# ---- mac_stream ----
$ cat src/rtl/mac_stream_pkg.sv
// Shared definitions for the streaming MAC: default widths, a constant clog2 and the
// accumulator width derivation used by the top and the adder stage.
package mac_stream_pkg;

    localparam int DATA_BIT_DEF  = 32'sd16;
    localparam int TAPS_DEF      = 32'sd3;
    localparam int ACC_GUARD_DEF = 32'sd2;

    function automatic int clog2(input int value);
        int result;
        result = 32'sd0;
        while ((32'sd1 <<< result) < value) begin
            result = result + 32'sd1;
        end
        return result;
    endfunction

    // Room for TAPS full-scale products plus 2^acc_guard windows of accumulation.
    function automatic int out_width(input int data_bit, input int taps, input int acc_guard);
        return 32'sd2 * data_bit + clog2(taps) + acc_guard;
    endfunction

endpackage

$ cat src/rtl/mac_sum_tree.sv
// Registered TAPS-input signed adder; the register doubles as the accumulator that
// out reads from, so it keeps its value after a handoff.
module mac_sum_tree
    import mac_stream_pkg::*;
#(
    parameter int PW    = 32'sd32,
    parameter int TAPS  = TAPS_DEF,
    parameter int OUT_W = 32'sd36
) (
    input  logic                     clk_i,
    input  logic                     rst_n_i,
    input  logic                     clear_i,
    input  logic                     fire_i,
    input  logic                     acc_i,
    input  logic [TAPS-1:0][PW-1:0]  prod_i,
    output logic [OUT_W-1:0]         sum_o
);

    logic [OUT_W-1:0] sum_s;
    logic [OUT_W-1:0] acc_d;
    logic [OUT_W-1:0] acc_q;

    // Sign-extended sum of the products, then replace-or-accumulate selection.
    always_comb begin
        sum_s = {OUT_W{1'b0}};
        for (int i = 0; i < TAPS; i++) begin
            sum_s = sum_s + {{(OUT_W-PW){prod_i[i][PW-1]}}, prod_i[i]};
        end
        if (fire_i) begin
            if (acc_i) begin
                acc_d = acc_q + sum_s;
            end else begin
                acc_d = sum_s;
            end
        end else begin
            acc_d = acc_q;
        end
    end

    // Result register.
    always_ff @(posedge clk_i or negedge rst_n_i) begin
        if (!rst_n_i) begin
            acc_q <= {OUT_W{1'b0}};
        end else if (clear_i) begin
            acc_q <= {OUT_W{1'b0}};
        end else begin
            acc_q <= acc_d;
        end
    end

    assign sum_o = acc_q;

endmodule

$ cat src/rtl/mac_stream.sv
// Streaming MAC: weight/feature shift windows, registered products, and a registered
// sum/accumulate stage with a valid/ready output that backpressures the feature input.
module mac_stream
    import mac_stream_pkg::*;
#(
    parameter  int DATA_BIT  = DATA_BIT_DEF,
    parameter  int TAPS      = TAPS_DEF,
    parameter  int ACC_GUARD = ACC_GUARD_DEF,
    localparam int OUT_W     = out_width(DATA_BIT, TAPS, ACC_GUARD)
) (
    input  logic                clk,
    input  logic                rst,
    input  logic                clear,
    input  logic                w_w,
    input  logic [DATA_BIT-1:0] w_in,
    input  logic                if_w,
    input  logic [DATA_BIT-1:0] if_in,
    input  logic                acc_en,
    output logic                if_rdy,
    output logic                out_valid,
    input  logic                out_ready,
    output logic [OUT_W-1:0]    out
);

    localparam int CNT_W = clog2(TAPS + 32'sd1);
    localparam int PW    = 32'sd2 * DATA_BIT;

    logic [TAPS-1:0][DATA_BIT-1:0] weight_q, weight_d;
    logic [TAPS-1:0][DATA_BIT-1:0] feature_q, feature_d;
    logic [CNT_W-1:0]              fill_q, fill_d;
    logic                          s0_valid_q, s0_valid_d;
    logic                          s0_acc_q, s0_acc_d;
    logic                          p_valid_q, p_valid_d;
    logic                          p_acc_q, p_acc_d;
    logic [TAPS-1:0][PW-1:0]       prod_q, prod_d;
    logic                          out_valid_q, out_valid_d;
    logic                          stall_s, accept_s, issue_s, fire_s;

    assign stall_s  = out_valid_q & ~out_ready;
    assign accept_s = if_w & ~stall_s;
    assign issue_s  = accept_s & (fill_q >= CNT_W'(TAPS - 32'sd1));
    assign fire_s   = p_valid_q & ~stall_s;

    // Shift windows and fill count; weights shift regardless of stall.
    always_comb begin
        if (w_w) begin
            weight_d = {weight_q[TAPS-2:0], w_in};
        end else begin
            weight_d = weight_q;
        end
        if (accept_s) begin
            feature_d = {feature_q[TAPS-2:0], if_in};
        end else begin
            feature_d = feature_q;
        end
        if (accept_s && (fill_q != CNT_W'(TAPS))) begin
            fill_d = fill_q + CNT_W'(1'b1);
        end else begin
            fill_d = fill_q;
        end
    end

    // Pipeline advance: everything holds while the result waits for the consumer.
    always_comb begin
        prod_d = prod_q;
        if (!stall_s) begin
            s0_valid_d = issue_s;
            s0_acc_d   = acc_en;
            p_valid_d  = s0_valid_q;
            p_acc_d    = s0_acc_q;
            for (int i = 0; i < TAPS; i++) begin
                prod_d[i] = $signed({{DATA_BIT{weight_q[i][DATA_BIT-1]}}, weight_q[i]}) *
                            $signed({{DATA_BIT{feature_q[i][DATA_BIT-1]}}, feature_q[i]});
            end
        end else begin
            s0_valid_d = s0_valid_q;
            s0_acc_d   = s0_acc_q;
            p_valid_d  = p_valid_q;
            p_acc_d    = p_acc_q;
        end
        if (fire_s) begin
            out_valid_d = 1'b1;
        end else if (out_valid_q && out_ready) begin
            out_valid_d = 1'b0;
        end else begin
            out_valid_d = out_valid_q;
        end
    end

    // State registers; clear wins over any strobe in the same cycle.
    always_ff @(posedge clk or negedge rst) begin
        if (!rst) begin
            weight_q    <= '0;
            feature_q   <= '0;
            fill_q      <= {CNT_W{1'b0}};
            s0_valid_q  <= 1'b0;
            s0_acc_q    <= 1'b0;
            p_valid_q   <= 1'b0;
            p_acc_q     <= 1'b0;
            prod_q      <= '0;
            out_valid_q <= 1'b0;
        end else if (clear) begin
            weight_q    <= '0;
            feature_q   <= '0;
            fill_q      <= {CNT_W{1'b0}};
            s0_valid_q  <= 1'b0;
            s0_acc_q    <= 1'b0;
            p_valid_q   <= 1'b0;
            p_acc_q     <= 1'b0;
            prod_q      <= '0;
            out_valid_q <= 1'b0;
        end else begin
            weight_q    <= weight_d;
            feature_q   <= feature_d;
            fill_q      <= fill_d;
            s0_valid_q  <= s0_valid_d;
            s0_acc_q    <= s0_acc_d;
            p_valid_q   <= p_valid_d;
            p_acc_q     <= p_acc_d;
            prod_q      <= prod_d;
            out_valid_q <= out_valid_d;
        end
    end

    mac_sum_tree #(
        .PW    (PW),
        .TAPS  (TAPS),
        .OUT_W (OUT_W)
    ) u_sum_tree (
        .clk_i   (clk),
        .rst_n_i (rst),
        .clear_i (clear),
        .fire_i  (fire_s),
        .acc_i   (p_acc_q),
        .prod_i  (prod_q),
        .sum_o   (out)
    );

    assign out_valid = out_valid_q;
    assign if_rdy    = ~stall_s;

endmodule

$ cat config.mk
export PLATFORM = sky130hd
export DESIGN_NAME = mac_stream
export DESIGN_NICKNAME = d
export VERILOG_FILES = /design/src/rtl/mac_stream_pkg.sv /design/src/rtl/mac_sum_tree.sv /design/src/rtl/mac_stream.sv
export SDC_FILE = /design/constraint.sdc
export NUM_CORES = 2
export LEC_CHECK = 0
export ABC_AREA = 1
export CORE_AREA = 2 2 455 276
export DETAILED_ROUTE_END_ITERATION = 10
export DIE_AREA = 0 0 457 278
export PLACE_DENSITY = 0.66
export SLEW_MARGIN = 10
export SYNTH_ARGS = -nofsm -noshare
export SYNTH_HDL_FRONTEND = slang
export SYNTH_SLANG_ARGS = --single-unit
export TNS_END_PERCENT = 10
$ cat constraint.sdc
create_clock -name clk -period 6 [get_ports clk]
set_input_delay 1.2 -clock clk [delete_from_list [all_inputs] [get_ports clk]]
set_output_delay 1.2 -clock clk [all_outputs]
set_load 0.005 [all_outputs]
==> run_results.csv <==
group,metric,value,unit
status,status,"finished clean",
finish,antennaDiodeCount,0,
timing,fin_crit_sh,96.7,%
die,die_width,457,um
worst_setup_path,r2r_end,"prod_q[63]$_DFFE_PN0P_",
yosys,synth_top_area_share,34.0,%
power,netSwitchingFraction,43.2,%
place,placed_cell_area,0.0503,mm^2
yosys,synth_area,0.0464,mm^2
timing,setup_viol,0,
worst_setup_path,worstSetupEndpointType,"flop",
power,finalPower,6.10,mW
clock_tree,clk_pin_slew,0.08,ns
yosys,synth-cells-yosys,6123,
die,tap_cells,1632,
finish,sh_comb_area,66.3,%
yosys,netlist_instances,6123,
yosys,area_leaders,"fa_1 34%, nand2_1 13%, dfrtp_1 13%, inv_1 12%, ha_1 9.5%",
finish,mi_logic_area,0.0341,mm^2
clock_tree,cts_setup_buffers,0,
yosys,ys_chip_area,0.0464,mm^2
drt,met3_length,17.1,mm
global_route,grtUsageMet3,8.03,%
finish,final-seq-area,0.00595,mm^2
worst_setup_path,rr_worst_depth,23,
yosys,ys_sh_mux,0.0701,%
finish,clock_buffers,36,
drt,wl_met1,71.9,mm
power,internal_power,3.47,mW
yosys,ys_seq_share,12.7,%
worst_setup_path,path_max_fanout,14,
drt,drt-total-wl,150,mm
clock_tree,cts_root_buffer,"clkbuf_16",
worst_setup_path,r2r_slack,0.20,ns
global_route,grt_overflow,0,
place,dp_hpwl,127,mm
place,dpl.cell_count,7821,
finish,ff_count,235,
global_route,grt_max_degree,139,
finish,inv_count,1515,
timing,slew_headroom,19.4,%
drt,ant_nets,0,
die,die_area,0.127,mm^2
clock_tree,ctsResizeCount,3,
worst_setup_path,crit_type,"flop to flop",
finish,buf_share,5.39,%
yosys,ys_dominant_reg_cell,"dfrtp_1",
clock_tree,numCtsBuffers,27,
die,core_area,0.123,mm^2
[placed cells by master (no fill, tap or decap), types with 11 or more instances in the layout]
master and n:
a21o_1 26, a21oi_1 220, a21oi_2 13, a31oi_1 11, a32o_1 11, buf_12 11, buf_4 235, clkbuf_16 27
clkdlybuf4s50_1 75, dfrtp_1 181, dfrtp_2 53, fa_1 784, ha_1 342, inv_1 1506, nand2_1 1578, nand2_2 21
nand3_1 262, nand4_1 37, nor2_1 218, nor2_2 16, nor3_1 39, o211ai_1 11, o21ai_0 229, o21ai_1 22
o21bai_1 28, o22ai_1 20, o31ai_1 20, xnor2_1 40, xor2_1 51
[worst max-delay path, cell delays in order, from the launching register on]
cell and delay (ns):
dfrtp_4 0.58, nand2_1 0.11, inv_1 0.06, fa_1 0.60
fa_2 0.46, buf_4 0.20, fa_1 0.48, inv_1 0.05
fa_1 0.56, fa_1 0.44, fa_1 0.49, inv_1 0.05
ha_2 0.32, a21oi_2 0.18, buf_4 0.12, nor2_1 0.04
nor2_2 0.12, nor2_1 0.06, nor3_1 0.23, o21ai_1 0.13
nor2_1 0.12, nand2_1 0.06, nand3_1 0.14, nand2_1 0.07
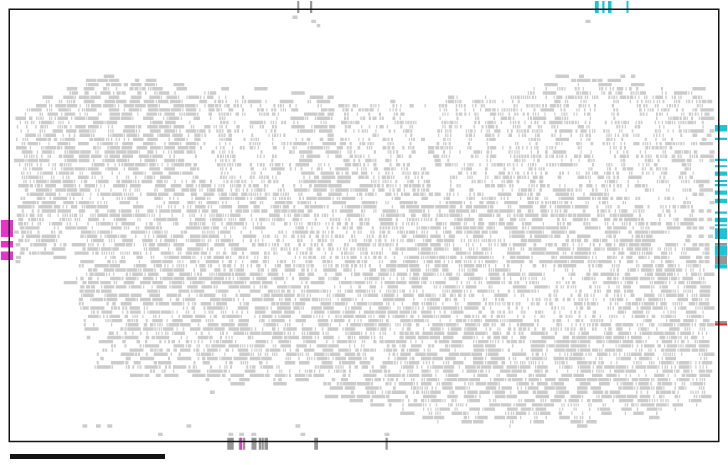
Figure 1: mac_stream, ports around the boundary.
Scale bar: 100 um. Pins as bars across the die edge, other pins in gray.
[cyan] out | pins: 36 | direction: output | edge: 30 east, 6 north
[red] clk | pins: 1 | direction: input | edge: east
[magenta] w_in | pins: 16 | direction: input | edge: 15 west, 1 south

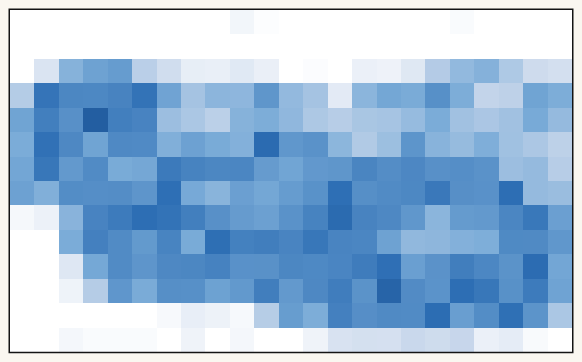
Figure 2: mac_stream, cell density map.
The die is cut into 23 by 14 equal tiles; white is low, dark blue is high, 0 to 100% covered.
nearly empty tiles: 21%
emptiest ninth of the die: north
mean over tiles: 39%
tiles over 75% full: 2.2%
fullest tile: 82%


# ---- bin_line_sched ----
Figure 3. Ports around the boundary (bin_line_sched).
Scale bar: 20 um. Pins as bars across the die edge, other pins in gray.
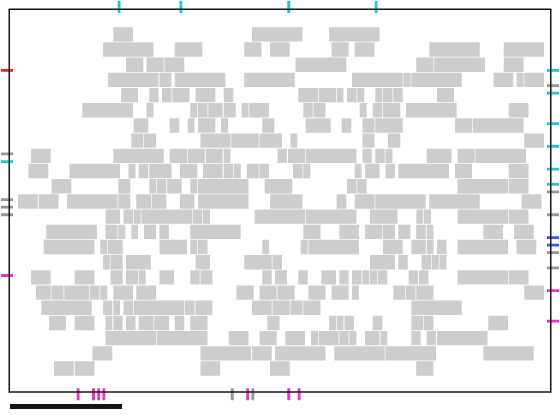
File: config.mk
export PLATFORM = sky130hd
export DESIGN_NAME = bin_line_sched
export DESIGN_NICKNAME = d
export VERILOG_FILES = /design/src/rtl/bin_sched_pkg.sv /design/src/rtl/bin_line_sched_sync_edge.sv /design/src/rtl/bin_line_sched.sv
export SDC_FILE = /design/constraint.sdc
export NUM_CORES = 1
export LEC_CHECK = 0
export ABC_CLOCK_PERIOD_IN_PS = 5900
export CAP_MARGIN = 40
export CORE_ASPECT_RATIO = 0.7
export CORE_UTILIZATION = 40
export DETAILED_ROUTE_END_ITERATION = 6
export GPL_ROUTABILITY_DRIVEN = 0
export SYNTH_ARGS = -nofsm -noshare
export SYNTH_HDL_FRONTEND = slang
export SYNTH_SLANG_ARGS = --single-unit
File: constraint.sdc
create_clock -name clk -period 5.9 [get_ports clk]
set_clock_uncertainty 0.15 [all_clocks]
set_input_delay 0.885 -clock clk [delete_from_list [all_inputs] [get_ports clk]]
set_output_delay 0.885 -clock clk [all_outputs]
set_load 0.01 [all_outputs]
File: src/rtl/bin_sched_pkg.sv
// Shared types and helpers for the binary line-buffer scheduler.
package bin_sched_pkg;

    // Widest bank the scheduler supports; one-hot helper is sized to it.
    localparam int ROW_MAX = 8;

    typedef enum logic [1:0] {
        S_IDLE,
        S_VBLANK,
        S_PRIME,
        S_RUN
    } state_t;

    // One-hot write-enable pattern for a line pointer.
    function automatic logic [ROW_MAX-1:0] onehot_ptr(input logic [2:0] ptr);
        onehot_ptr = ROW_MAX'(1) << ptr;
    endfunction

endpackage

File: src/rtl/bin_line_sched_sync_edge.sv
// Rising-edge detector: o_rise is high on the clk where i_sig is 1 and was 0 the clk before.
module sync_edge (
    input  logic clk,
    input  logic rst,
    input  logic i_sig,
    output logic o_rise
);

    logic r_sig_d;

    // Previous-cycle copy of the input; starts at 0 so a high level after reset counts as a rise.
    always_ff @(posedge clk or posedge rst) begin
        if (rst) r_sig_d <= 1'b0;
        else     r_sig_d <= i_sig;
    end

    assign o_rise = i_sig & ~r_sig_d;

endmodule

File: src/rtl/bin_line_sched.sv
// Line-buffer bank sequencer: shared RAM address, one-hot write enables and read-rotation
// select derived from hsync/vsync/de. Tracks frame-start priming and flags line overruns.
module bin_line_sched
    import bin_sched_pkg::*;
#(
    parameter logic [11:0] H_ACT = 12'd1280,
    parameter logic [11:0] V_ACT = 12'd720,
    parameter int          ROW   = 4
) (
    input  logic                                          clk,
    input  logic                                          rst,
    input  logic                                          hsync,
    input  logic                                          vsync,
    input  logic                                          de,
    output logic [((H_ACT > 1) ? $clog2(H_ACT) : 1)-1:0]  ram_addr,
    output logic [ROW-1:0]                                ram_wen,
    output logic [$clog2(ROW)-1:0]                        rd_sel,
    output logic                                          win_valid,
    output logic [((V_ACT > 1) ? $clog2(V_ACT) : 1)-1:0]  line_cnt,
    output logic                                          frame_sop,
    output logic                                          ovf
);

    localparam int AW = (H_ACT > 1) ? $clog2(H_ACT) : 1;
    localparam int YW = (V_ACT > 1) ? $clog2(V_ACT) : 1;
    localparam int PW = $clog2(ROW);

    localparam logic [AW-1:0] ADDR_LAST  = AW'(H_ACT - 12'd1);
    localparam logic [YW-1:0] LINE_LAST  = YW'(V_ACT - 12'd1);
    localparam logic [PW-1:0] PTR_LAST   = PW'(ROW - 1);
    localparam logic [YW-1:0] PRIME_LAST = YW'(ROW - 2);

    if (ROW < 2 || ROW > ROW_MAX || H_ACT == 12'd0 || V_ACT == 12'd0) begin : g_bad_param
        $error("bin_line_sched: ROW must be 2..8 and H_ACT/V_ACT non-zero");
    end

    state_t        r_state;
    logic [PW-1:0] r_ptr;
    logic [AW-1:0] r_addr;
    logic          r_full;
    logic [YW-1:0] r_line;
    logic          r_sop_done;

    logic          w_hs_rise;
    logic [PW-1:0] w_ptr_eff;
    logic [AW-1:0] w_addr_eff;
    logic          w_full_eff;
    logic [YW-1:0] w_line_eff;
    logic          w_wr;
    logic          w_ovf_hit;
    logic          w_to_run;
    logic          w_run_nxt;
    logic          w_sop;

    sync_edge u_hs_edge (
        .clk    (clk),
        .rst    (rst),
        .i_sig  (hsync),
        .o_rise (w_hs_rise)
    );

    // Line-start view of the counters: a coincident hs_rise takes effect before the de write.
    always_comb begin
        w_ptr_eff  = r_ptr;
        w_addr_eff = r_addr;
        w_full_eff = r_full;
        w_line_eff = r_line;
        if (w_hs_rise) begin
            w_ptr_eff  = (r_ptr == PTR_LAST) ? '0 : r_ptr + 1'b1;
            w_addr_eff = '0;
            w_full_eff = 1'b0;
            w_line_eff = (r_line == LINE_LAST) ? r_line : r_line + 1'b1;
        end
        w_wr      = de & ~w_full_eff;
        w_ovf_hit = de & w_full_eff;
        w_to_run  = (r_state == S_PRIME) & w_hs_rise & (r_line == PRIME_LAST);
        w_run_nxt = (r_state == S_RUN) | w_to_run;
        w_sop     = w_wr & (w_line_eff == '0) & ~r_sop_done;
    end

    // Frame/line FSM with registered outputs; vsync overrides everything once armed.
    always_ff @(posedge clk or posedge rst) begin
        if (rst) begin
            r_state    <= S_IDLE;
            r_ptr      <= '0;
            r_addr     <= '0;
            r_full     <= 1'b0;
            r_line     <= '0;
            r_sop_done <= 1'b0;
            ram_addr   <= '0;
            ram_wen    <= '0;
            win_valid  <= 1'b0;
            frame_sop  <= 1'b0;
            ovf        <= 1'b0;
        end else begin
            ram_wen   <= '0;
            win_valid <= 1'b0;
            frame_sop <= 1'b0;
            case (r_state)
                S_IDLE: begin
                    if (vsync) r_state <= S_VBLANK;
                end
                default: begin
                    if (vsync) begin
                        r_state    <= S_VBLANK;
                        r_ptr      <= '0;
                        r_addr     <= '0;
                        r_full     <= 1'b0;
                        r_line     <= '0;
                        r_sop_done <= 1'b0;
                        ram_addr   <= '0;
                        ovf        <= 1'b0;
                    end else if (r_state == S_VBLANK) begin
                        r_state <= S_PRIME;
                    end else begin
                        r_ptr  <= w_ptr_eff;
                        r_line <= w_line_eff;
                        if (w_to_run) r_state <= S_RUN;
                        if (w_wr) begin
                            ram_wen  <= ROW'(onehot_ptr(3'(w_ptr_eff)));
                            ram_addr <= w_addr_eff;
                            // Last pixel: mark full and hold addr so pixel 0 is never overwritten.
                            r_full   <= (w_addr_eff == ADDR_LAST);
                            r_addr   <= (w_addr_eff == ADDR_LAST) ? w_addr_eff : w_addr_eff + 1'b1;
                        end else begin
                            r_addr <= w_addr_eff;
                            r_full <= w_full_eff;
                        end
                        if (w_ovf_hit) ovf <= 1'b1;
                        win_valid <= de & w_run_nxt;
                        if (w_sop) begin
                            frame_sop  <= 1'b1;
                            r_sop_done <= 1'b1;
                        end
                    end
                end
            endcase
        end
    end

    assign rd_sel   = r_ptr;
    assign line_cnt = r_line;

endmodule
==> run_results.csv <==
group,metric,value,unit
status,status,"finished clean",
clock_tree,numCtsBuffers,5,
yosys,yosysWarnings,0,
timing,setup_viol,0,
worst_setup_path,worst-path-stages,10,
clock_tree,tritoncts,"done",
yosys,most_common_cell,"dfrtp_1",
finish,syn_to_final_growth,18.4,%
clock_tree,cts_buffer_depth,2,
timing,fmax,276,MHz
worst_setup_path,r2r_end,"r_addr[10]$_DFFE_PP0P_",
yosys,ys_sh_adder,1.99,%
yosys,synth-cells-yosys,257,
global_route,antenna_found_initial,0,
global_route,top_usage_layer,"met1",
finish,nets,296,
global_route,grt_pass1_vias,1954,
worst_setup_path,slowest_delay,0.62,ns
yosys,xor_share,1.05,%
yosys,syn_area_per_cell,9.77,um^2
clock_tree,cts_setup_buffers,0,
yosys,syn_nets,266,
worst_setup_path,worstSetupEndpointType,"flop",
die,die_h,68.3,um
yosys,edf_count,0,
timing,hold_viol,0,
yosys,synth_flops,46,
worst_setup_path,reg2reg_from,"u_hs_edge.r_sig_d$_DFF_PP0_",
worst_setup_path,startpoint_type,"primary input",
worst_setup_path,rr_worst_depth,9,
die,die_area,0.00660,mm^2
global_route,use_met1,31.2,%
place,placed_cell_area,0.00289,mm^2
worst_setup_path,path_cells,"clkdlybuf4s50_1 -> nand2b_1 -> nand2_1 -> inv_1 -> ha_1 -> nand2_2 -> or4b_4 -> nor3_4 -> o21ai_1 -> a22o_1",
timing,fin_crit_sh,61.5,%
drt,ant_nets,0,
die,die_width,96.7,um
worst_setup_path,path_max_fanout,21,
place,dp_hpwl,4.45,mm
global_route,grt_max_degree,29,
drt,drt-total-wl,6.34,mm
yosys,ys_seq_share,45.9,%
drt,avgViaCountPerCell,5.96,
clock_tree,clk_pin_slew,0.08,ns
worst_hold_path,hold_path_depth,2,
job,drv_cap,0,
finish,final-seq-area,0.00115,mm^2
finish,mi_logic_area,0.00125,mm^2
worst_setup_path,critPathLaunch,"hsync",
timing,slew_viol_final,0,
finish,antennaDiodeCount,0,
global_route,grt_overflow,0,
global_route,grt_pass1_wl,10.4,mm
clock_tree,cts_root_buffer,"clkbuf_8",
die,io_pins,35,
clock_tree,worst_skew_pair.late_latency,0.30,ns
finish,fillers,548,
yosys,ys_dominant_reg_cell,"dfrtp_1",
place,place_ws,1.99,ns
clock_tree,ctsResizeCount,0,
worst_setup_path,slowest_stage,"nand2b_1",
die,rows,23,
clock_tree,holdBufCountCts,0,
finish,drive_gt1_share,8.36,%
worst_setup_path,crit_type,"primary input to flop",
yosys,top_cells_by_count,"46 x dfrtp_1, 27 x nand2_1, 21 x o21ai_0",
timing,tightestPinTransition,0.896,ns
drt,met3_length,432,um
place,io_buffer_count,34,
## Picture notes: Figure 3
[cyan] ram_addr | pins: 11 | direction: output | edge: 6 east, 4 north, 1 west
[blue] rd_sel | pins: 2 | direction: output | edge: east
[red] clk | pins: 1 | direction: input | edge: west
[magenta] line_cnt | pins: 10 | direction: output | edge: 7 south, 2 east, 1 west

cell usage in the layout, fill, tap and decap left out, drive strengths merged, types with 7 or more instances in the layout:
cell	count
nor2	15
a21oi	10
clkdlybuf4s50	34
nand3	9
a31oi	9
inv	7
a22o	11
o21ai	31
nand2	28
dfrtp	46
nor3	8
stage by stage:
step                      utilization [%]  std cells  hold WS (ns)  power [mW]
after floorplan                         -        257         0.327       0.375
after global placement               48.7        354         0.341       0.396
after detailed placement             49.1        355         0.336       0.398
after CTS                            50.4        362         0.360       0.586
after global routing                 50.4        362         0.388       0.609
final                                50.4        362         0.359       0.580
layout make-up:
cell class | instances | share of cell area [%]
clock buffer | 5 | 2.31
sequential | 46 | 38.7
multi-input combinational | 191 | 42.2
timing repair buffer | 36 | 12.4
tap | 75 | 3.16
inverter | 7 | 0.884
clock inverter | 2 | 0.337
power breakdown:
group	switching, mW	internal, mW	total [mW]	leakage, nW
Sequential	0.00673	0.320	0.327	0.633
Combinational	0.0434	0.0222	0.0656	0.549
Clock	0.108	0.0797	0.187	0.0438
Total	0.158	0.422	0.580	1.23
worst min-delay path: cells and delay by family (launching register included):
family          cells  cell delay [ns]
flops               1             0.36
compound gates      1             0.07
simple gates        1             0.05

# ---- rs232_module ----
==> config.mk <==
export PLATFORM = sky130hd
export DESIGN_NAME = rs232_module
export DESIGN_NICKNAME = d
export VERILOG_FILES = /design/src/rtl/rs232_module.sv
export SDC_FILE = /design/constraint.sdc
export NUM_CORES = 1
export LEC_CHECK = 0
export ABC_CLOCK_PERIOD_IN_PS = 4300
export CORE_MARGIN = 2
export CORE_UTILIZATION = 35
export CTS_BUF_LIST = sky130_fd_sc_hd__clkbuf_16
export CTS_CLUSTER_SIZE = 14
export DETAILED_ROUTE_END_ITERATION = 10
export PLACE_DENSITY = 0.61
export SLEW_MARGIN = 10
export SYNTH_ARGS = -nofsm -noshare
export SYNTH_HDL_FRONTEND = slang
export SYNTH_SLANG_ARGS = --single-unit
export TNS_END_PERCENT = 20
==> constraint.sdc <==
create_clock -name iClk -period 4.3 [get_ports iClk]
set_input_delay 0.86 -clock iClk [delete_from_list [all_inputs] [get_ports iClk]]
set_output_delay 0.86 -clock iClk [all_outputs]
set_load 0.03 [all_outputs]
==> src/rtl/rs232_module.sv <==
// rtl/rs232_module.sv - 8N1 UART with 8-deep TX FIFO and 8-entry circular RX register file.
module rs232_module #(
  parameter int CLKS_PER_BIT = 434
) (
  input  logic       iClk,
  input  logic       iRst,
  input  logic       iRX,
  output logic       oTX,
  input  logic [7:0] iData,
  input  logic       WriteEnable,
  output logic       oWrBuffer_full,
  output logic [7:0] oData,
  input  logic [2:0] read_addr,
  output logic [2:0] oRx_addr
);

  localparam int CW = $clog2(CLKS_PER_BIT + 1);
  localparam logic [CW-1:0] BIT_LAST  = CW'(CLKS_PER_BIT - 1);
  localparam logic [CW-1:0] HALF_LAST = CW'(CLKS_PER_BIT / 2 - 1);

  typedef enum logic [1:0] {TX_IDLE, TX_START, TX_DATA, TX_STOP} tx_state_e;
  typedef enum logic [2:0] {RX_IDLE, RX_START, RX_DATA, RX_STOP, RX_WAIT} rx_state_e;

  logic [7:0]    fifo_q [8];
  logic [2:0]    wr_ptr_q, rd_ptr_q;
  logic [3:0]    count_q, count_d;
  logic          full_q;
  logic          push, pop;

  tx_state_e     tx_state_q;
  logic [CW-1:0] tx_cnt_q;
  logic [2:0]    tx_bit_q;
  logic [7:0]    tx_shift_q;
  logic          tx_q;

  logic          rx_s1_q, rx_s2_q;
  rx_state_e     rx_state_q;
  logic [CW-1:0] rx_cnt_q;
  logic [2:0]    rx_bit_q;
  logic [7:0]    rx_shift_q;
  logic [7:0]    rx_mem_q [8];
  logic [2:0]    rx_addr_q;

  // Pops happen from IDLE or on the last STOP cycle, so frames run back-to-back.
  always_comb begin
    push = WriteEnable && !full_q;
    pop  = (count_q != 4'd0) &&
           ((tx_state_q == TX_IDLE) || (tx_state_q == TX_STOP && tx_cnt_q == BIT_LAST));
    count_d = count_q;
    if (push && !pop)      count_d = count_q + 4'd1;
    else if (pop && !push) count_d = count_q - 4'd1;
  end

  always_ff @(posedge iClk) begin
    if (push) fifo_q[wr_ptr_q] <= iData;
  end

  always_ff @(posedge iClk) begin
    if (iRst) begin
      wr_ptr_q <= 3'd0;
      rd_ptr_q <= 3'd0;
      count_q  <= 4'd0;
      full_q   <= 1'b0;
    end else begin
      if (push) wr_ptr_q <= wr_ptr_q + 3'd1;
      if (pop)  rd_ptr_q <= rd_ptr_q + 3'd1;
      count_q <= count_d;
      full_q  <= (count_d == 4'd8);
    end
  end

  always_ff @(posedge iClk) begin
    if (iRst) begin
      tx_state_q <= TX_IDLE;
      tx_cnt_q   <= '0;
      tx_bit_q   <= 3'd0;
      tx_shift_q <= 8'h00;
      tx_q       <= 1'b1;
    end else begin
      case (tx_state_q)
        TX_IDLE: begin
          if (pop) begin
            tx_shift_q <= fifo_q[rd_ptr_q];
            tx_q       <= 1'b0;
            tx_cnt_q   <= '0;
            tx_state_q <= TX_START;
          end
        end
        TX_START: begin
          if (tx_cnt_q == BIT_LAST) begin
            tx_cnt_q   <= '0;
            tx_bit_q   <= 3'd0;
            tx_q       <= tx_shift_q[0];
            tx_state_q <= TX_DATA;
          end else begin
            tx_cnt_q <= tx_cnt_q + 1'b1;
          end
        end
        TX_DATA: begin
          if (tx_cnt_q == BIT_LAST) begin
            tx_cnt_q <= '0;
            if (tx_bit_q == 3'd7) begin
              tx_q       <= 1'b1;
              tx_state_q <= TX_STOP;
            end else begin
              tx_bit_q   <= tx_bit_q + 3'd1;
              tx_shift_q <= tx_shift_q >> 1;
              tx_q       <= tx_shift_q[1];
            end
          end else begin
            tx_cnt_q <= tx_cnt_q + 1'b1;
          end
        end
        default: begin
          if (tx_cnt_q == BIT_LAST) begin
            tx_cnt_q <= '0;
            if (pop) begin
              tx_shift_q <= fifo_q[rd_ptr_q];
              tx_q       <= 1'b0;
              tx_state_q <= TX_START;
            end else begin
              tx_state_q <= TX_IDLE;
            end
          end else begin
            tx_cnt_q <= tx_cnt_q + 1'b1;
          end
        end
      endcase
    end
  end

  always_ff @(posedge iClk) begin
    if (iRst) begin
      rx_s1_q <= 1'b1;
      rx_s2_q <= 1'b1;
    end else begin
      rx_s1_q <= iRX;
      rx_s2_q <= rx_s1_q;
    end
  end

  // START is entered on the edge where the synchronized line falls; samples land mid-bit.
  always_ff @(posedge iClk) begin
    if (iRst) begin
      rx_state_q <= RX_IDLE;
      rx_cnt_q   <= '0;
      rx_bit_q   <= 3'd0;
      rx_shift_q <= 8'h00;
      rx_addr_q  <= 3'd0;
      for (int i = 0; i < 8; i++) rx_mem_q[i] <= 8'h00;
    end else begin
      case (rx_state_q)
        RX_IDLE: begin
          if (rx_s2_q && !rx_s1_q) begin
            rx_cnt_q   <= '0;
            rx_state_q <= RX_START;
          end
        end
        RX_START: begin
          if (rx_cnt_q == HALF_LAST) begin
            rx_cnt_q   <= '0;
            rx_bit_q   <= 3'd0;
            rx_state_q <= rx_s2_q ? RX_IDLE : RX_DATA;
          end else begin
            rx_cnt_q <= rx_cnt_q + 1'b1;
          end
        end
        RX_DATA: begin
          if (rx_cnt_q == BIT_LAST) begin
            rx_cnt_q   <= '0;
            rx_shift_q <= {rx_s2_q, rx_shift_q[7:1]};
            if (rx_bit_q == 3'd7) rx_state_q <= RX_STOP;
            else                  rx_bit_q   <= rx_bit_q + 3'd1;
          end else begin
            rx_cnt_q <= rx_cnt_q + 1'b1;
          end
        end
        RX_STOP: begin
          if (rx_cnt_q == BIT_LAST) begin
            rx_cnt_q <= '0;
            if (rx_s2_q) begin
              rx_mem_q[rx_addr_q] <= rx_shift_q;
              rx_addr_q           <= rx_addr_q + 3'd1;
              rx_state_q          <= RX_IDLE;
            end else begin
              rx_state_q <= RX_WAIT;
            end
          end else begin
            rx_cnt_q <= rx_cnt_q + 1'b1;
          end
        end
        default: begin
          if (rx_s2_q) rx_state_q <= RX_IDLE;
        end
      endcase
    end
  end

  assign oTX            = tx_q;
  assign oWrBuffer_full = full_q;
  assign oData          = rx_mem_q[read_addr];
  assign oRx_addr       = rx_addr_q;

endmodule

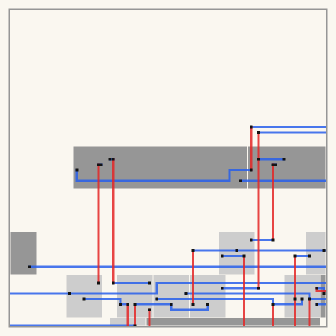
Figure 4: rs232_module, a small window of the routed layout.
Region (111, 111) to (131, 131) um. Cells in gray, sequential cells in the stronger gray; small squares are vias.
[blue] met1
[red] met2
sequential cells in the window: 1
most frequent: and2_1 (4), or2_2 (2)
cells with their middle in the window: 8
netlist names of flops here include: rx_mem_q (1)

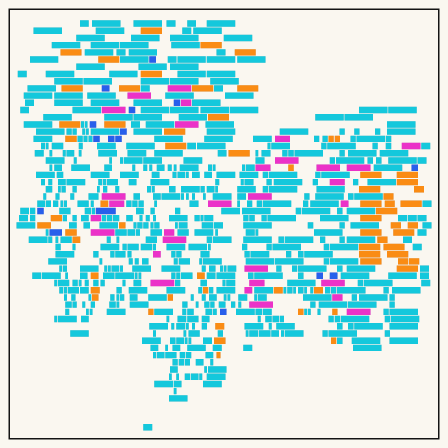
Figure 5: rs232_module, sizing map.
[magenta] drive 6 and up | cells: 30 | share: 4.3%
[cyan] drive 1 or less | cells: 593 | share: 84%
[orange] drive 2 | cells: 65 | share: 9.2%
[blue] drive 3 to 4 | cells: 16 | share: 2.3%

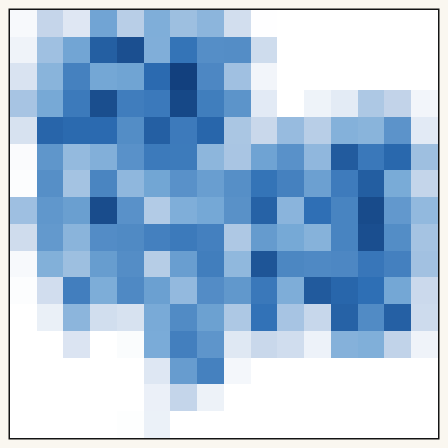
Figure 6: rs232_module, cell density map.
The die is cut into 16 by 16 equal tiles; white is low, dark blue is high, 0 to 100% covered.
nearly empty tiles: 26%
tiles over 75% full: 9.0%
emptiest ninth of the die: south-west
mean over tiles: 37%
fullest tile: 93%
CORE AREA: 0.0243 mm^2
fp_density: 35.7%
post-layout util: 40.9%

==> run_results.csv <==
group,metric,value,unit
status,status,"finished clean",
die,rows,57,
yosys,netlist_instances,661,
die,io_pins,28,
drt,highest_layer,"met4",
worst_setup_path,critPathRequiredTime,3.44,ns
yosys,largest_area_cell,"edfxtp_1",
die,die_width,162,um
yosys,syn_area_per_cell,13.1,um^2
timing,setup_tns,0,ns
power,finalPower,4.99,mW
power,p_per_area,502,mW/mm^2
drt,drc_errors,0,
yosys,async_flop_share,0,%
timing,hold_viol,0,
timing,layout_setup_ws,0.500,ns
place,globalplace.congestion,0.790,
yosys,syn_nets,696,
global_route,antenna_found_initial,0,
drt,firstDrtPassIters,5,
place,placed_cell_area,0.00934,mm^2
timing,slew_viol_final,0,
drt,ant_nets,0,
timing,fin_crit_sh,88.4,%
global_route,top_usage_layer,"met2",
worst_setup_path,crit_end,"oData[6]",
clock_tree,cts_buffer_depth,2,
drt,num_vias,5092,
clock_tree,holdBufCountCts,0,
yosys,ys_sh_mux,12.2,%
drt,drt-initial-drc-count,352,
worst_setup_path,critPathLaunch,"read_addr[0]",
worst_setup_path,r2r_slack,1.47,ns
clock_tree,cts.sinks,193,
worst_setup_path,crit_type,"primary input to primary output",
yosys,simple_gate_area_share,16.0,%
clock_tree,numCtsBuffers,17,
drt,wl_met1,8.07,mm
timing,fmax,263,MHz
timing,rsz0062_at_grt,"no",
worst_hold_path,min_path_type,"flop to flop",
yosys,synthTopLogicFamily,"simple AND/OR/NAND/NOR gates",
power,p_leak,3.46,nW
worst max-delay path: stages:
cell and delay, ns:
clkdlybuf4s50_1 0.51, buf_12 0.18, mux4_2 0.51, mux2_2 0.28, clkdlybuf4s50_1 0.59
power by group:
part	internal [mW]	total [mW]	switching [mW]
logic	0.519	1.15	0.627
registers	2.11	2.27	0.154
clock network	0.791	1.58	0.791
area by class of cell:
| type | count | area (um^2) |
|---|---|---|
| Sequential cell | 193 | 5140 |
| Clock buffer | 17 | 425 |
| Clock inverter | 15 | 178 |
| Multi-Input combinational cell | 427 | 3370 |
| Inverter | 13 | 48.8 |
| Fill cell | 2245 | 14400 |
| Timing Repair Buffer | 39 | 368 |
| Tap cell | 324 | 405 |
registers in the layout, summed over array words and instances (netlist names), named ones only:
register        cells
rx_mem_q           64
rx_cnt_q            9
tx_bit_q            3
count_q             4
fifo_q             64
tx_shift_q          8
rd_ptr_q            3
oWrBuffer_full      1
rx_bit_q            3
oRx_addr            3
oTX                 1
rx_state_q          3
tx_state_q          2
wr_ptr_q            3
tx_cnt_q            9
rx_s1_q             1
rx_s2_q             1
rx_shift_q          8

# ---- uart_core_cfg ----
Figure 7. Sizing map (uart_core_cfg).
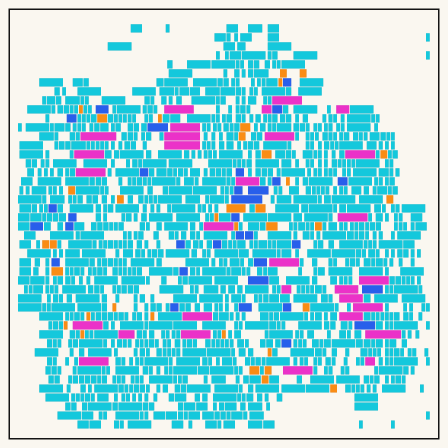
File: config.mk
export PLATFORM = sky130hd
export DESIGN_NAME = uart_core_cfg
export DESIGN_NICKNAME = d
export VERILOG_FILES = /design/src/rtl/uart_core_cfg.sv
export SDC_FILE = /design/constraint.sdc
export NUM_CORES = 1
export LEC_CHECK = 0
export ABC_AREA = 1
export CORE_MARGIN = 2
export CORE_UTILIZATION = 55
export DETAILED_ROUTE_END_ITERATION = 8
export MAX_ROUTING_LAYER = met4
export PLACE_DENSITY = 0.88
export SLEW_MARGIN = 25
export SYNTH_ARGS = -nofsm -noshare
export SYNTH_HDL_FRONTEND = slang
export SYNTH_SLANG_ARGS = --single-unit
File: constraint.sdc
create_clock -name clk -period 5.01 [get_ports clk]
set_input_delay 1.503 -clock clk [delete_from_list [all_inputs] [get_ports clk]]
set_output_delay 1.503 -clock clk [all_outputs]
set_load 0.005 [all_outputs]
File: src/rtl/uart_core_cfg.sv
// uart_core_cfg: configurable UART on the MMIO slot bus.
//
// Runtime-configurable data width (5..8 bits), 1 or 2 stop bits, even/odd
// parity, sticky error flags. Contains a baud generator, TX and RX FSMs and
// a TX FIFO and an RX FIFO of FIFO_DEPTH entries each.
//
// Optional feature macro: UART_LOOPBACK_EN. When defined, CTRL[21] selects
// internal loopback: RX samples the internal TX line and the tx pin idles high.
//
// Ports:
//   clk, reset          clock, synchronous active-high reset
//   cs, read, write     slot select and strobes (strobes qualified by cs)
//   reg_addr[4:0]       word address: 0 CTRL, 1 STATUS, 2 RX_DATA, 3 TX_DATA
//   wr_data[31:0]       write data
//   rd_data[31:0]       combinational read data selected by reg_addr
//   tx                  serial out, idle high
//   rx                  serial in, idle high
module uart_core_cfg #(
  parameter int DVSR_WIDTH = 11,
  parameter int FIFO_DEPTH = 4,
  parameter int OVERSAMPLE = 16
) (
  input  logic        clk,
  input  logic        reset,
  input  logic        cs,
  input  logic        read,
  input  logic        write,
  input  logic [4:0]  reg_addr,
  input  logic [31:0] wr_data,
  output logic [31:0] rd_data,
  output logic        tx,
  input  logic        rx
);
  localparam int AW = $clog2(FIFO_DEPTH);
  localparam int CW = AW + 1;
  localparam int SW = $clog2(2 * OVERSAMPLE);
  localparam logic [SW-1:0] S_BIT   = SW'(OVERSAMPLE - 1);
  localparam logic [SW-1:0] S_STOP2 = SW'(2 * OVERSAMPLE - 1);
  localparam logic [SW-1:0] S_HALF  = SW'(OVERSAMPLE / 2 - 1);
  localparam logic [CW-1:0] FULL_CNT = CW'(FIFO_DEPTH);

  typedef enum logic [2:0] {S_IDLE, S_START, S_DATA, S_PARITY, S_STOP} state_e;

  // Bus decode
  logic ctrl_wr, stat_wr, tx_wr, rx_rd;
  assign ctrl_wr = cs && write && (reg_addr == 5'd0);
  assign stat_wr = cs && write && (reg_addr == 5'd1);
  assign tx_wr   = cs && write && (reg_addr == 5'd3);
  assign rx_rd   = cs && read  && (reg_addr == 5'd2);

  logic unused_wr;
  assign unused_wr = ^wr_data;

  // Configuration and status registers
  logic [DVSR_WIDTH-1:0] dvsr_q, dvsr_d;
  logic [1:0] width_q, width_d, parity_q, parity_d;
  logic stop2_q, stop2_d, loop_en;
  logic [3:0] err_q, err_d;
`ifdef UART_LOOPBACK_EN
  logic loop_q, loop_d;
  assign loop_en = loop_q;
`else
  assign loop_en = 1'b0;
`endif

  // Current-config helpers; FSMs latch these at frame start.
  logic [2:0] cur_last;
  logic [7:0] cur_mask;
  logic cur_pen, cur_odd;
  assign cur_last = 3'd7 - {1'b0, width_q};
  assign cur_mask = 8'hFF >> width_q;
  assign cur_pen  = (parity_q == 2'b01) || (parity_q == 2'b10);
  assign cur_odd  = (parity_q == 2'b10);

  // Baud generator
  logic [DVSR_WIDTH-1:0] baud_cnt_q, baud_cnt_d;
  logic tick;
  assign tick = (baud_cnt_q == dvsr_q);

  // FIFOs
  logic [7:0] tx_mem_q [FIFO_DEPTH];
  logic [7:0] tx_mem_d [FIFO_DEPTH];
  logic [7:0] rx_mem_q [FIFO_DEPTH];
  logic [7:0] rx_mem_d [FIFO_DEPTH];
  logic [AW-1:0] tx_wr_q, tx_wr_d, tx_rd_q, tx_rd_d, rx_wr_q, rx_wr_d, rx_rd_q, rx_rd_d;
  logic [CW-1:0] tx_cnt_q, tx_cnt_d, rx_cnt_q, rx_cnt_d;
  logic tx_empty, tx_full, rx_empty, rx_full;
  logic tx_pop, tx_push_ok, rx_push, rx_push_ok, rx_pop_ok;
  assign tx_empty = (tx_cnt_q == '0);
  assign tx_full  = (tx_cnt_q == FULL_CNT);
  assign rx_empty = (rx_cnt_q == '0);
  assign rx_full  = (rx_cnt_q == FULL_CNT);
  // A push into a full FIFO still succeeds when a pop frees a slot that cycle.
  assign tx_push_ok = tx_wr && (!tx_full || tx_pop);
  assign rx_pop_ok  = rx_rd && !rx_empty;
  assign rx_push_ok = rx_push && (!rx_full || rx_pop_ok);

  // TX FSM state
  state_e tx_state_q, tx_state_d;
  logic [SW-1:0] tx_s_q, tx_s_d;
  logic [2:0] tx_n_q, tx_n_d, tx_last_q, tx_last_d;
  logic [7:0] tx_sh_q, tx_sh_d;
  logic tx_par_q, tx_par_d, tx_pen_q, tx_pen_d, tx_stop2_q, tx_stop2_d, tx_line_q, tx_line_d;

  // RX FSM state
  state_e rx_state_q, rx_state_d;
  logic [SW-1:0] rx_s_q, rx_s_d;
  logic [2:0] rx_n_q, rx_n_d, rx_last_q, rx_last_d;
  logic [7:0] rx_byte_q, rx_byte_d;
  logic rx_par_q, rx_par_d, rx_pen_q, rx_pen_d, rx_odd_q, rx_odd_d;
  logic rx_meta_q, rx_sync_q, rx_prev_q, rx_src, rx_fall;
  logic rx_frame_set, rx_par_set;
  assign rx_src  = loop_en ? tx_line_q : rx_sync_q;
  assign rx_fall = rx_prev_q && !rx_src;

  assign tx = loop_en ? 1'b1 : tx_line_q;

  // Registers, baud counter, FIFOs, error flags
  always_comb begin
    dvsr_d   = dvsr_q;
    width_d  = width_q;
    stop2_d  = stop2_q;
    parity_d = parity_q;
`ifdef UART_LOOPBACK_EN
    loop_d   = loop_q;
`endif
    if (ctrl_wr) begin
      dvsr_d   = wr_data[DVSR_WIDTH-1:0];
      width_d  = wr_data[17:16];
      stop2_d  = wr_data[18];
      parity_d = wr_data[20:19];
`ifdef UART_LOOPBACK_EN
      loop_d   = wr_data[21];
`endif
    end

    baud_cnt_d = baud_cnt_q + DVSR_WIDTH'(1);
    if (ctrl_wr || tick) baud_cnt_d = '0;

    tx_mem_d = tx_mem_q;
    if (tx_push_ok) tx_mem_d[tx_wr_q] = wr_data[7:0];
    tx_wr_d  = tx_wr_q + AW'(tx_push_ok);
    tx_rd_d  = tx_rd_q + AW'(tx_pop);
    tx_cnt_d = tx_cnt_q + CW'(tx_push_ok) - CW'(tx_pop);

    rx_mem_d = rx_mem_q;
    if (rx_push_ok) rx_mem_d[rx_wr_q] = rx_byte_q;
    rx_wr_d  = rx_wr_q + AW'(rx_push_ok);
    rx_rd_d  = rx_rd_q + AW'(rx_pop_ok);
    rx_cnt_d = rx_cnt_q + CW'(rx_push_ok) - CW'(rx_pop_ok);

    // Clear first, then OR in hardware events so a same-cycle set wins.
    err_d = err_q;
    if (stat_wr) err_d = err_q & ~wr_data[3:0];
    err_d = err_d | {tx_wr && !tx_push_ok, rx_push && !rx_push_ok, rx_frame_set, rx_par_set};
  end

  // TX FSM next state
  always_comb begin
    tx_state_d = tx_state_q;
    tx_s_d     = tx_s_q;
    tx_n_d     = tx_n_q;
    tx_sh_d    = tx_sh_q;
    tx_par_d   = tx_par_q;
    tx_last_d  = tx_last_q;
    tx_pen_d   = tx_pen_q;
    tx_stop2_d = tx_stop2_q;
    tx_line_d  = 1'b1;
    tx_pop     = 1'b0;
    case (tx_state_q)
      S_IDLE: if (!tx_empty) begin
        tx_pop     = 1'b1;
        tx_sh_d    = tx_mem_q[tx_rd_q];
        tx_par_d   = (^(tx_mem_q[tx_rd_q] & cur_mask)) ^ cur_odd;
        tx_last_d  = cur_last;
        tx_pen_d   = cur_pen;
        tx_stop2_d = stop2_q;
        tx_s_d     = '0;
        tx_state_d = S_START;
      end
      S_START: begin
        tx_line_d = 1'b0;
        if (tick) begin
          if (tx_s_q == S_BIT) begin
            tx_s_d     = '0;
            tx_n_d     = '0;
            tx_state_d = S_DATA;
          end else tx_s_d = tx_s_q + SW'(1);
        end
      end
      S_DATA: begin
        tx_line_d = tx_sh_q[0];
        if (tick) begin
          if (tx_s_q == S_BIT) begin
            tx_s_d  = '0;
            tx_sh_d = tx_sh_q >> 1;
            if (tx_n_q == tx_last_q) tx_state_d = tx_pen_q ? S_PARITY : S_STOP;
            else tx_n_d = tx_n_q + 3'd1;
          end else tx_s_d = tx_s_q + SW'(1);
        end
      end
      S_PARITY: begin
        tx_line_d = tx_par_q;
        if (tick) begin
          if (tx_s_q == S_BIT) begin
            tx_s_d     = '0;
            tx_state_d = S_STOP;
          end else tx_s_d = tx_s_q + SW'(1);
        end
      end
      S_STOP: begin
        if (tick) begin
          if (tx_s_q == (tx_stop2_q ? S_STOP2 : S_BIT)) tx_state_d = S_IDLE;
          else tx_s_d = tx_s_q + SW'(1);
        end
      end
      default: tx_state_d = S_IDLE;
    endcase
  end

  // RX FSM next state
  always_comb begin
    rx_state_d   = rx_state_q;
    rx_s_d       = rx_s_q;
    rx_n_d       = rx_n_q;
    rx_byte_d    = rx_byte_q;
    rx_par_d     = rx_par_q;
    rx_last_d    = rx_last_q;
    rx_pen_d     = rx_pen_q;
    rx_odd_d     = rx_odd_q;
    rx_push      = 1'b0;
    rx_frame_set = 1'b0;
    rx_par_set   = 1'b0;
    case (rx_state_q)
      S_IDLE: if (rx_fall) begin
        rx_s_d     = '0;
        rx_byte_d  = '0;
        rx_last_d  = cur_last;
        rx_pen_d   = cur_pen;
        rx_odd_d   = cur_odd;
        rx_state_d = S_START;
      end
      S_START: if (tick) begin
        // Mid-start re-check rejects glitches shorter than half a bit.
        if (rx_s_q == S_HALF) begin
          rx_s_d     = '0;
          rx_n_d     = '0;
          rx_state_d = rx_src ? S_IDLE : S_DATA;
        end else rx_s_d = rx_s_q + SW'(1);
      end
      S_DATA: if (tick) begin
        if (rx_s_q == S_BIT) begin
          rx_s_d            = '0;
          rx_byte_d[rx_n_q] = rx_src;
          if (rx_n_q == rx_last_q) rx_state_d = rx_pen_q ? S_PARITY : S_STOP;
          else rx_n_d = rx_n_q + 3'd1;
        end else rx_s_d = rx_s_q + SW'(1);
      end
      S_PARITY: if (tick) begin
        if (rx_s_q == S_BIT) begin
          rx_s_d     = '0;
          rx_par_d   = rx_src;
          rx_state_d = S_STOP;
        end else rx_s_d = rx_s_q + SW'(1);
      end
      S_STOP: if (tick) begin
        if (rx_s_q == S_BIT) begin
          rx_push      = 1'b1;
          rx_frame_set = !rx_src;
          rx_par_set   = rx_pen_q && (rx_par_q != ((^rx_byte_q) ^ rx_odd_q));
          rx_state_d   = S_IDLE;
        end else rx_s_d = rx_s_q + SW'(1);
      end
      default: rx_state_d = S_IDLE;
    endcase
  end

  always_ff @(posedge clk) begin
    if (reset) begin
      dvsr_q <= '0; width_q <= '0; stop2_q <= 1'b0; parity_q <= '0; err_q <= '0;
`ifdef UART_LOOPBACK_EN
      loop_q <= 1'b0;
`endif
      baud_cnt_q <= '0;
      tx_mem_q <= '{default: '0}; rx_mem_q <= '{default: '0};
      tx_wr_q <= '0; tx_rd_q <= '0; tx_cnt_q <= '0;
      rx_wr_q <= '0; rx_rd_q <= '0; rx_cnt_q <= '0;
      tx_state_q <= S_IDLE; tx_s_q <= '0; tx_n_q <= '0; tx_sh_q <= '0; tx_par_q <= 1'b0;
      tx_last_q <= '0; tx_pen_q <= 1'b0; tx_stop2_q <= 1'b0; tx_line_q <= 1'b1;
      rx_state_q <= S_IDLE; rx_s_q <= '0; rx_n_q <= '0; rx_byte_q <= '0; rx_par_q <= 1'b0;
      rx_last_q <= '0; rx_pen_q <= 1'b0; rx_odd_q <= 1'b0;
      rx_meta_q <= 1'b1; rx_sync_q <= 1'b1; rx_prev_q <= 1'b1;
    end else begin
      dvsr_q <= dvsr_d; width_q <= width_d; stop2_q <= stop2_d; parity_q <= parity_d; err_q <= err_d;
`ifdef UART_LOOPBACK_EN
      loop_q <= loop_d;
`endif
      baud_cnt_q <= baud_cnt_d;
      tx_mem_q <= tx_mem_d; rx_mem_q <= rx_mem_d;
      tx_wr_q <= tx_wr_d; tx_rd_q <= tx_rd_d; tx_cnt_q <= tx_cnt_d;
      rx_wr_q <= rx_wr_d; rx_rd_q <= rx_rd_d; rx_cnt_q <= rx_cnt_d;
      tx_state_q <= tx_state_d; tx_s_q <= tx_s_d; tx_n_q <= tx_n_d; tx_sh_q <= tx_sh_d; tx_par_q <= tx_par_d;
      tx_last_q <= tx_last_d; tx_pen_q <= tx_pen_d; tx_stop2_q <= tx_stop2_d; tx_line_q <= tx_line_d;
      rx_state_q <= rx_state_d; rx_s_q <= rx_s_d; rx_n_q <= rx_n_d; rx_byte_q <= rx_byte_d; rx_par_q <= rx_par_d;
      rx_last_q <= rx_last_d; rx_pen_q <= rx_pen_d; rx_odd_q <= rx_odd_d;
      rx_meta_q <= rx; rx_sync_q <= rx_meta_q; rx_prev_q <= rx_src;
    end
  end

  // Read mux
  always_comb begin
    rd_data = '0;
    case (reg_addr)
      5'd0: begin
        rd_data[DVSR_WIDTH-1:0] = dvsr_q;
        rd_data[17:16] = width_q;
        rd_data[18]    = stop2_q;
        rd_data[20:19] = parity_q;
        rd_data[21]    = loop_en;
      end
      5'd1: begin
        rd_data[3:0] = err_q;
        rd_data[8]   = rx_empty;
        rd_data[9]   = rx_full;
        rd_data[10]  = tx_empty;
        rd_data[11]  = tx_full;
      end
      5'd2: begin
        rd_data[7:0] = rx_empty ? 8'h00 : (rx_mem_q[rx_rd_q] & cur_mask);
        rd_data[8]   = rx_empty;
      end
      default: rd_data = '0;
    endcase
  end
endmodule

==> run_results.csv <==
group,metric,value,unit
finish,utilization,64.8,%
finish,largestClassByArea,"multi-input combinational cells",
finish,buf_share,5.84,%
worst_setup_path,path_max_fanout,5,
yosys,syn_area_per_cell,6.75,um^2
yosys,synth_flops,163,
drt,wl_per_cell,13.8,um
worst_setup_path,startpoint_type,"primary input",
place,io_buffer_count,44,
global_route,top_usage_layer,"met2",
power,finalPower,4.01,mW
yosys,ys_chip_area,0.00864,mm^2
status,status,"finished clean",
finish,final-seq-area,0.00326,mm^2
worst_setup_path,critPathRequiredTime,3.51,ns
timing,rsz0062_at_grt,"yes",
clock_tree,cts_setup_buffers,0,
finish,seq_share,33.0,%
power,peakVddDrop,0.332,mV
drt,firstDrtPassIters,7,
timing,slew_headroom,37.1,%
drt,highest_layer,"met4",
finish,drive_gt1_share,7.33,%
finish,clock_area_share,6.46,%
timing,hold_viol,0,
drt,met3_length,1.31,mm
die,die_h,129,um
timing,layout_setup_ws,0.0164,ns
die,core_area,0.0153,mm^2
power,internal_power,2.63,mW
power,maxPowerGroup,"registers",
global_route,grt_max_degree,44,
finish,signal_buffers,61,
finish,mi_logic_area,0.00455,mm^2
worst_setup_path,crit_arrival,3.49,ns
global_route,grt_overflow,0,
place,globalplace.congestion,0.946,
clock_tree,cts_buffer_depth,2,
power,pg_seq,1.53,mW
drt,wl_met1,8.82,mm
power,p_comb,1.07,mW
global_route,grt_pass1_vias,7545,
yosys,synth_top_area_share,37.8,%
global_route,antenna_found_initial,0,
timing,tightestPinTransition,0.943,ns
yosys,most_common_cell,"nand2_1",
clock_tree,cts.sinks,163,
finish,lay_top_cells,"282 x nand2_1, 192 x nor2_1, 163 x dfxtp_1",
global_route,use_met1,31.5,%
global_route,track_usage,26.9,%
worst_setup_path,path_cells,"clkdlybuf4s50_1 -> inv_1 -> nor2_2 -> nand3_2 -> a21oi_2 -> buf_4 -> buf_4 -> a22oi_1 -> nand2_1 -> clkdlybuf4s50_1",
finish,fillers,1256,
yosys,largest_area_cell,"dfxtp_1",
drt,drt-total-wl,21.2,mm
clock_tree,worst_skew_pair.late_latency,0.43,ns
yosys,ys_seq_share,37.8,%
worst_setup_path,crit_family,"buffers and inverters",
drt,drc_errors,0,
power,p_per_area,405,mW/mm^2
finish,comb_cells,909,
power,p_switching,1.38,mW
yosys,area_leaders,"dfxtp_1 38%, nand2_1 12%, nor2_1 8.4%, inv_1 6.4%, o21ai_0 6.2%",
die,io_pins,76,
yosys,synth_area,0.00864,mm^2
timing,setup_viol,0,
drt,avgViaCountPerCell,5.37,
place,dpl.cell_count,1503,
worst_setup_path,slowest_delay,0.51,ns
die,die_area,0.0167,mm^2
place,place_ws,-0.0956,ns
About Figure 7:
[cyan] drive 1 or less | cells: 1,227 | share: 93%
[magenta] drive 6 and up | cells: 30 | share: 2.3%
[blue] drive 3 to 4 | cells: 32 | share: 2.4%
[orange] drive 2 | cells: 35 | share: 2.6%

cells by family after synthesis:
logic type,after synthesis,share of synthesized area [%]
other,1,0.0434
DFF,163,37.8
and+or+nand+nor,626,31.9
buffers and inverters,221,10.6
adders and majority gates,20,3.07
xor gates and xnor gates,32,3.25
AOI/OAI and AO/OA,216,13.3
path summary, 6_finish.rpt:
check / end / cells after the start / slack [ns] / startpoint
worst max register to register: rx_cnt_q[2]$_SDFF_PP0_ / 13 / 2.24 / rx_s_q[0]$_SDFFE_PP0P_
worst min-delay path: rx_src$_SDFF_PP1_ / 1 / 0.41 / rx_meta_q$_SDFF_PP1_
worst min register to register: rx_src$_SDFF_PP1_ / 1 / 0.41 / rx_meta_q$_SDFF_PP1_
worst max-delay path: rd_data[1] / 10 / 0.02 / reg_addr[1]
flip-flops by register name, summed over array words and instances (netlist names), 3 cells and up:
register    cells
tx_s_q          5
tx_n_q          3
tx_state_q      3
tx_mem_q       32
tx_sh_q         8
rx_s_q          5
rx_byte_q       8
dvsr_q         11
tx_last_q       3
rx_last_q       3
rx_n_q          3
rx_cnt_q        3
err_q           4
rx_mem_q       32
baud_cnt_q     11
rx_state_q      3
tx_cnt_q        3


==> notes/layouts.md <==
Pictures saved along the way, in no particular order.

Cell outlines without signal wires.
(a)
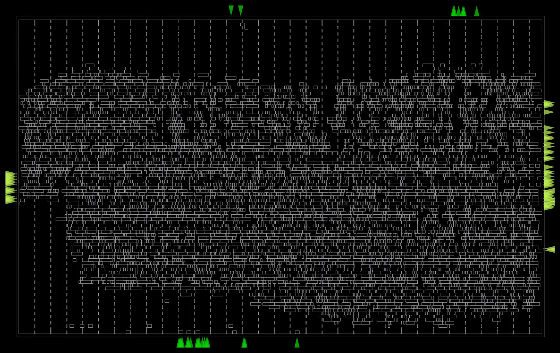
(b)
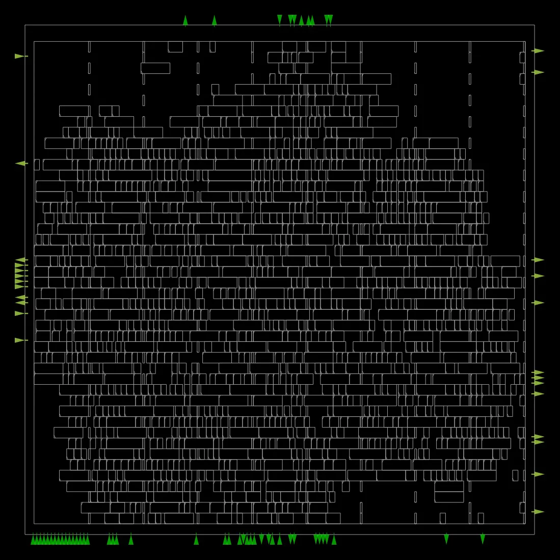
(c)
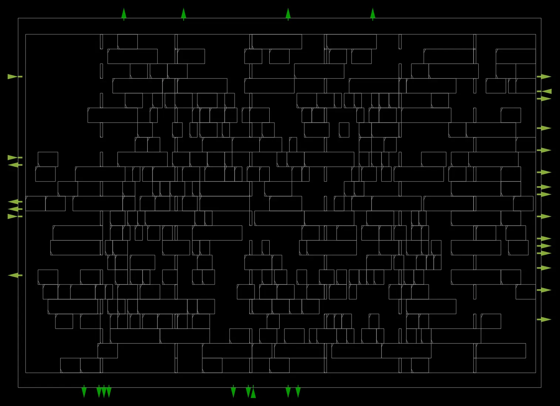
(d)
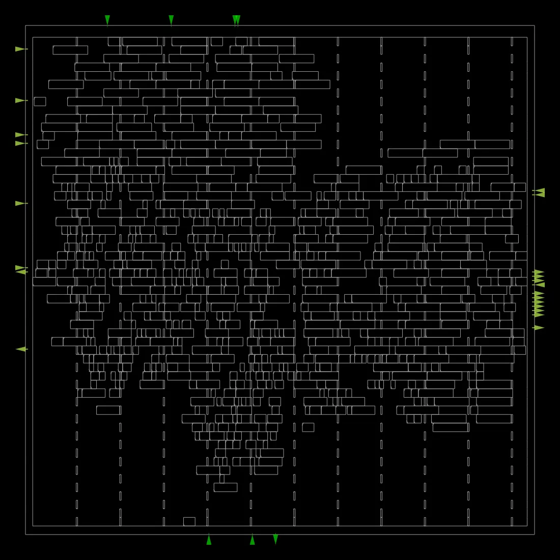
For mac_stream, see (a).
For bin_line_sched, see (c).
For rs232_module, see (d).
For uart_core_cfg, see (b).
- highest utilization: (b)
- fewest cells: (c)

Power figures rest on the tool's default switching activity, not on a simulated workload.
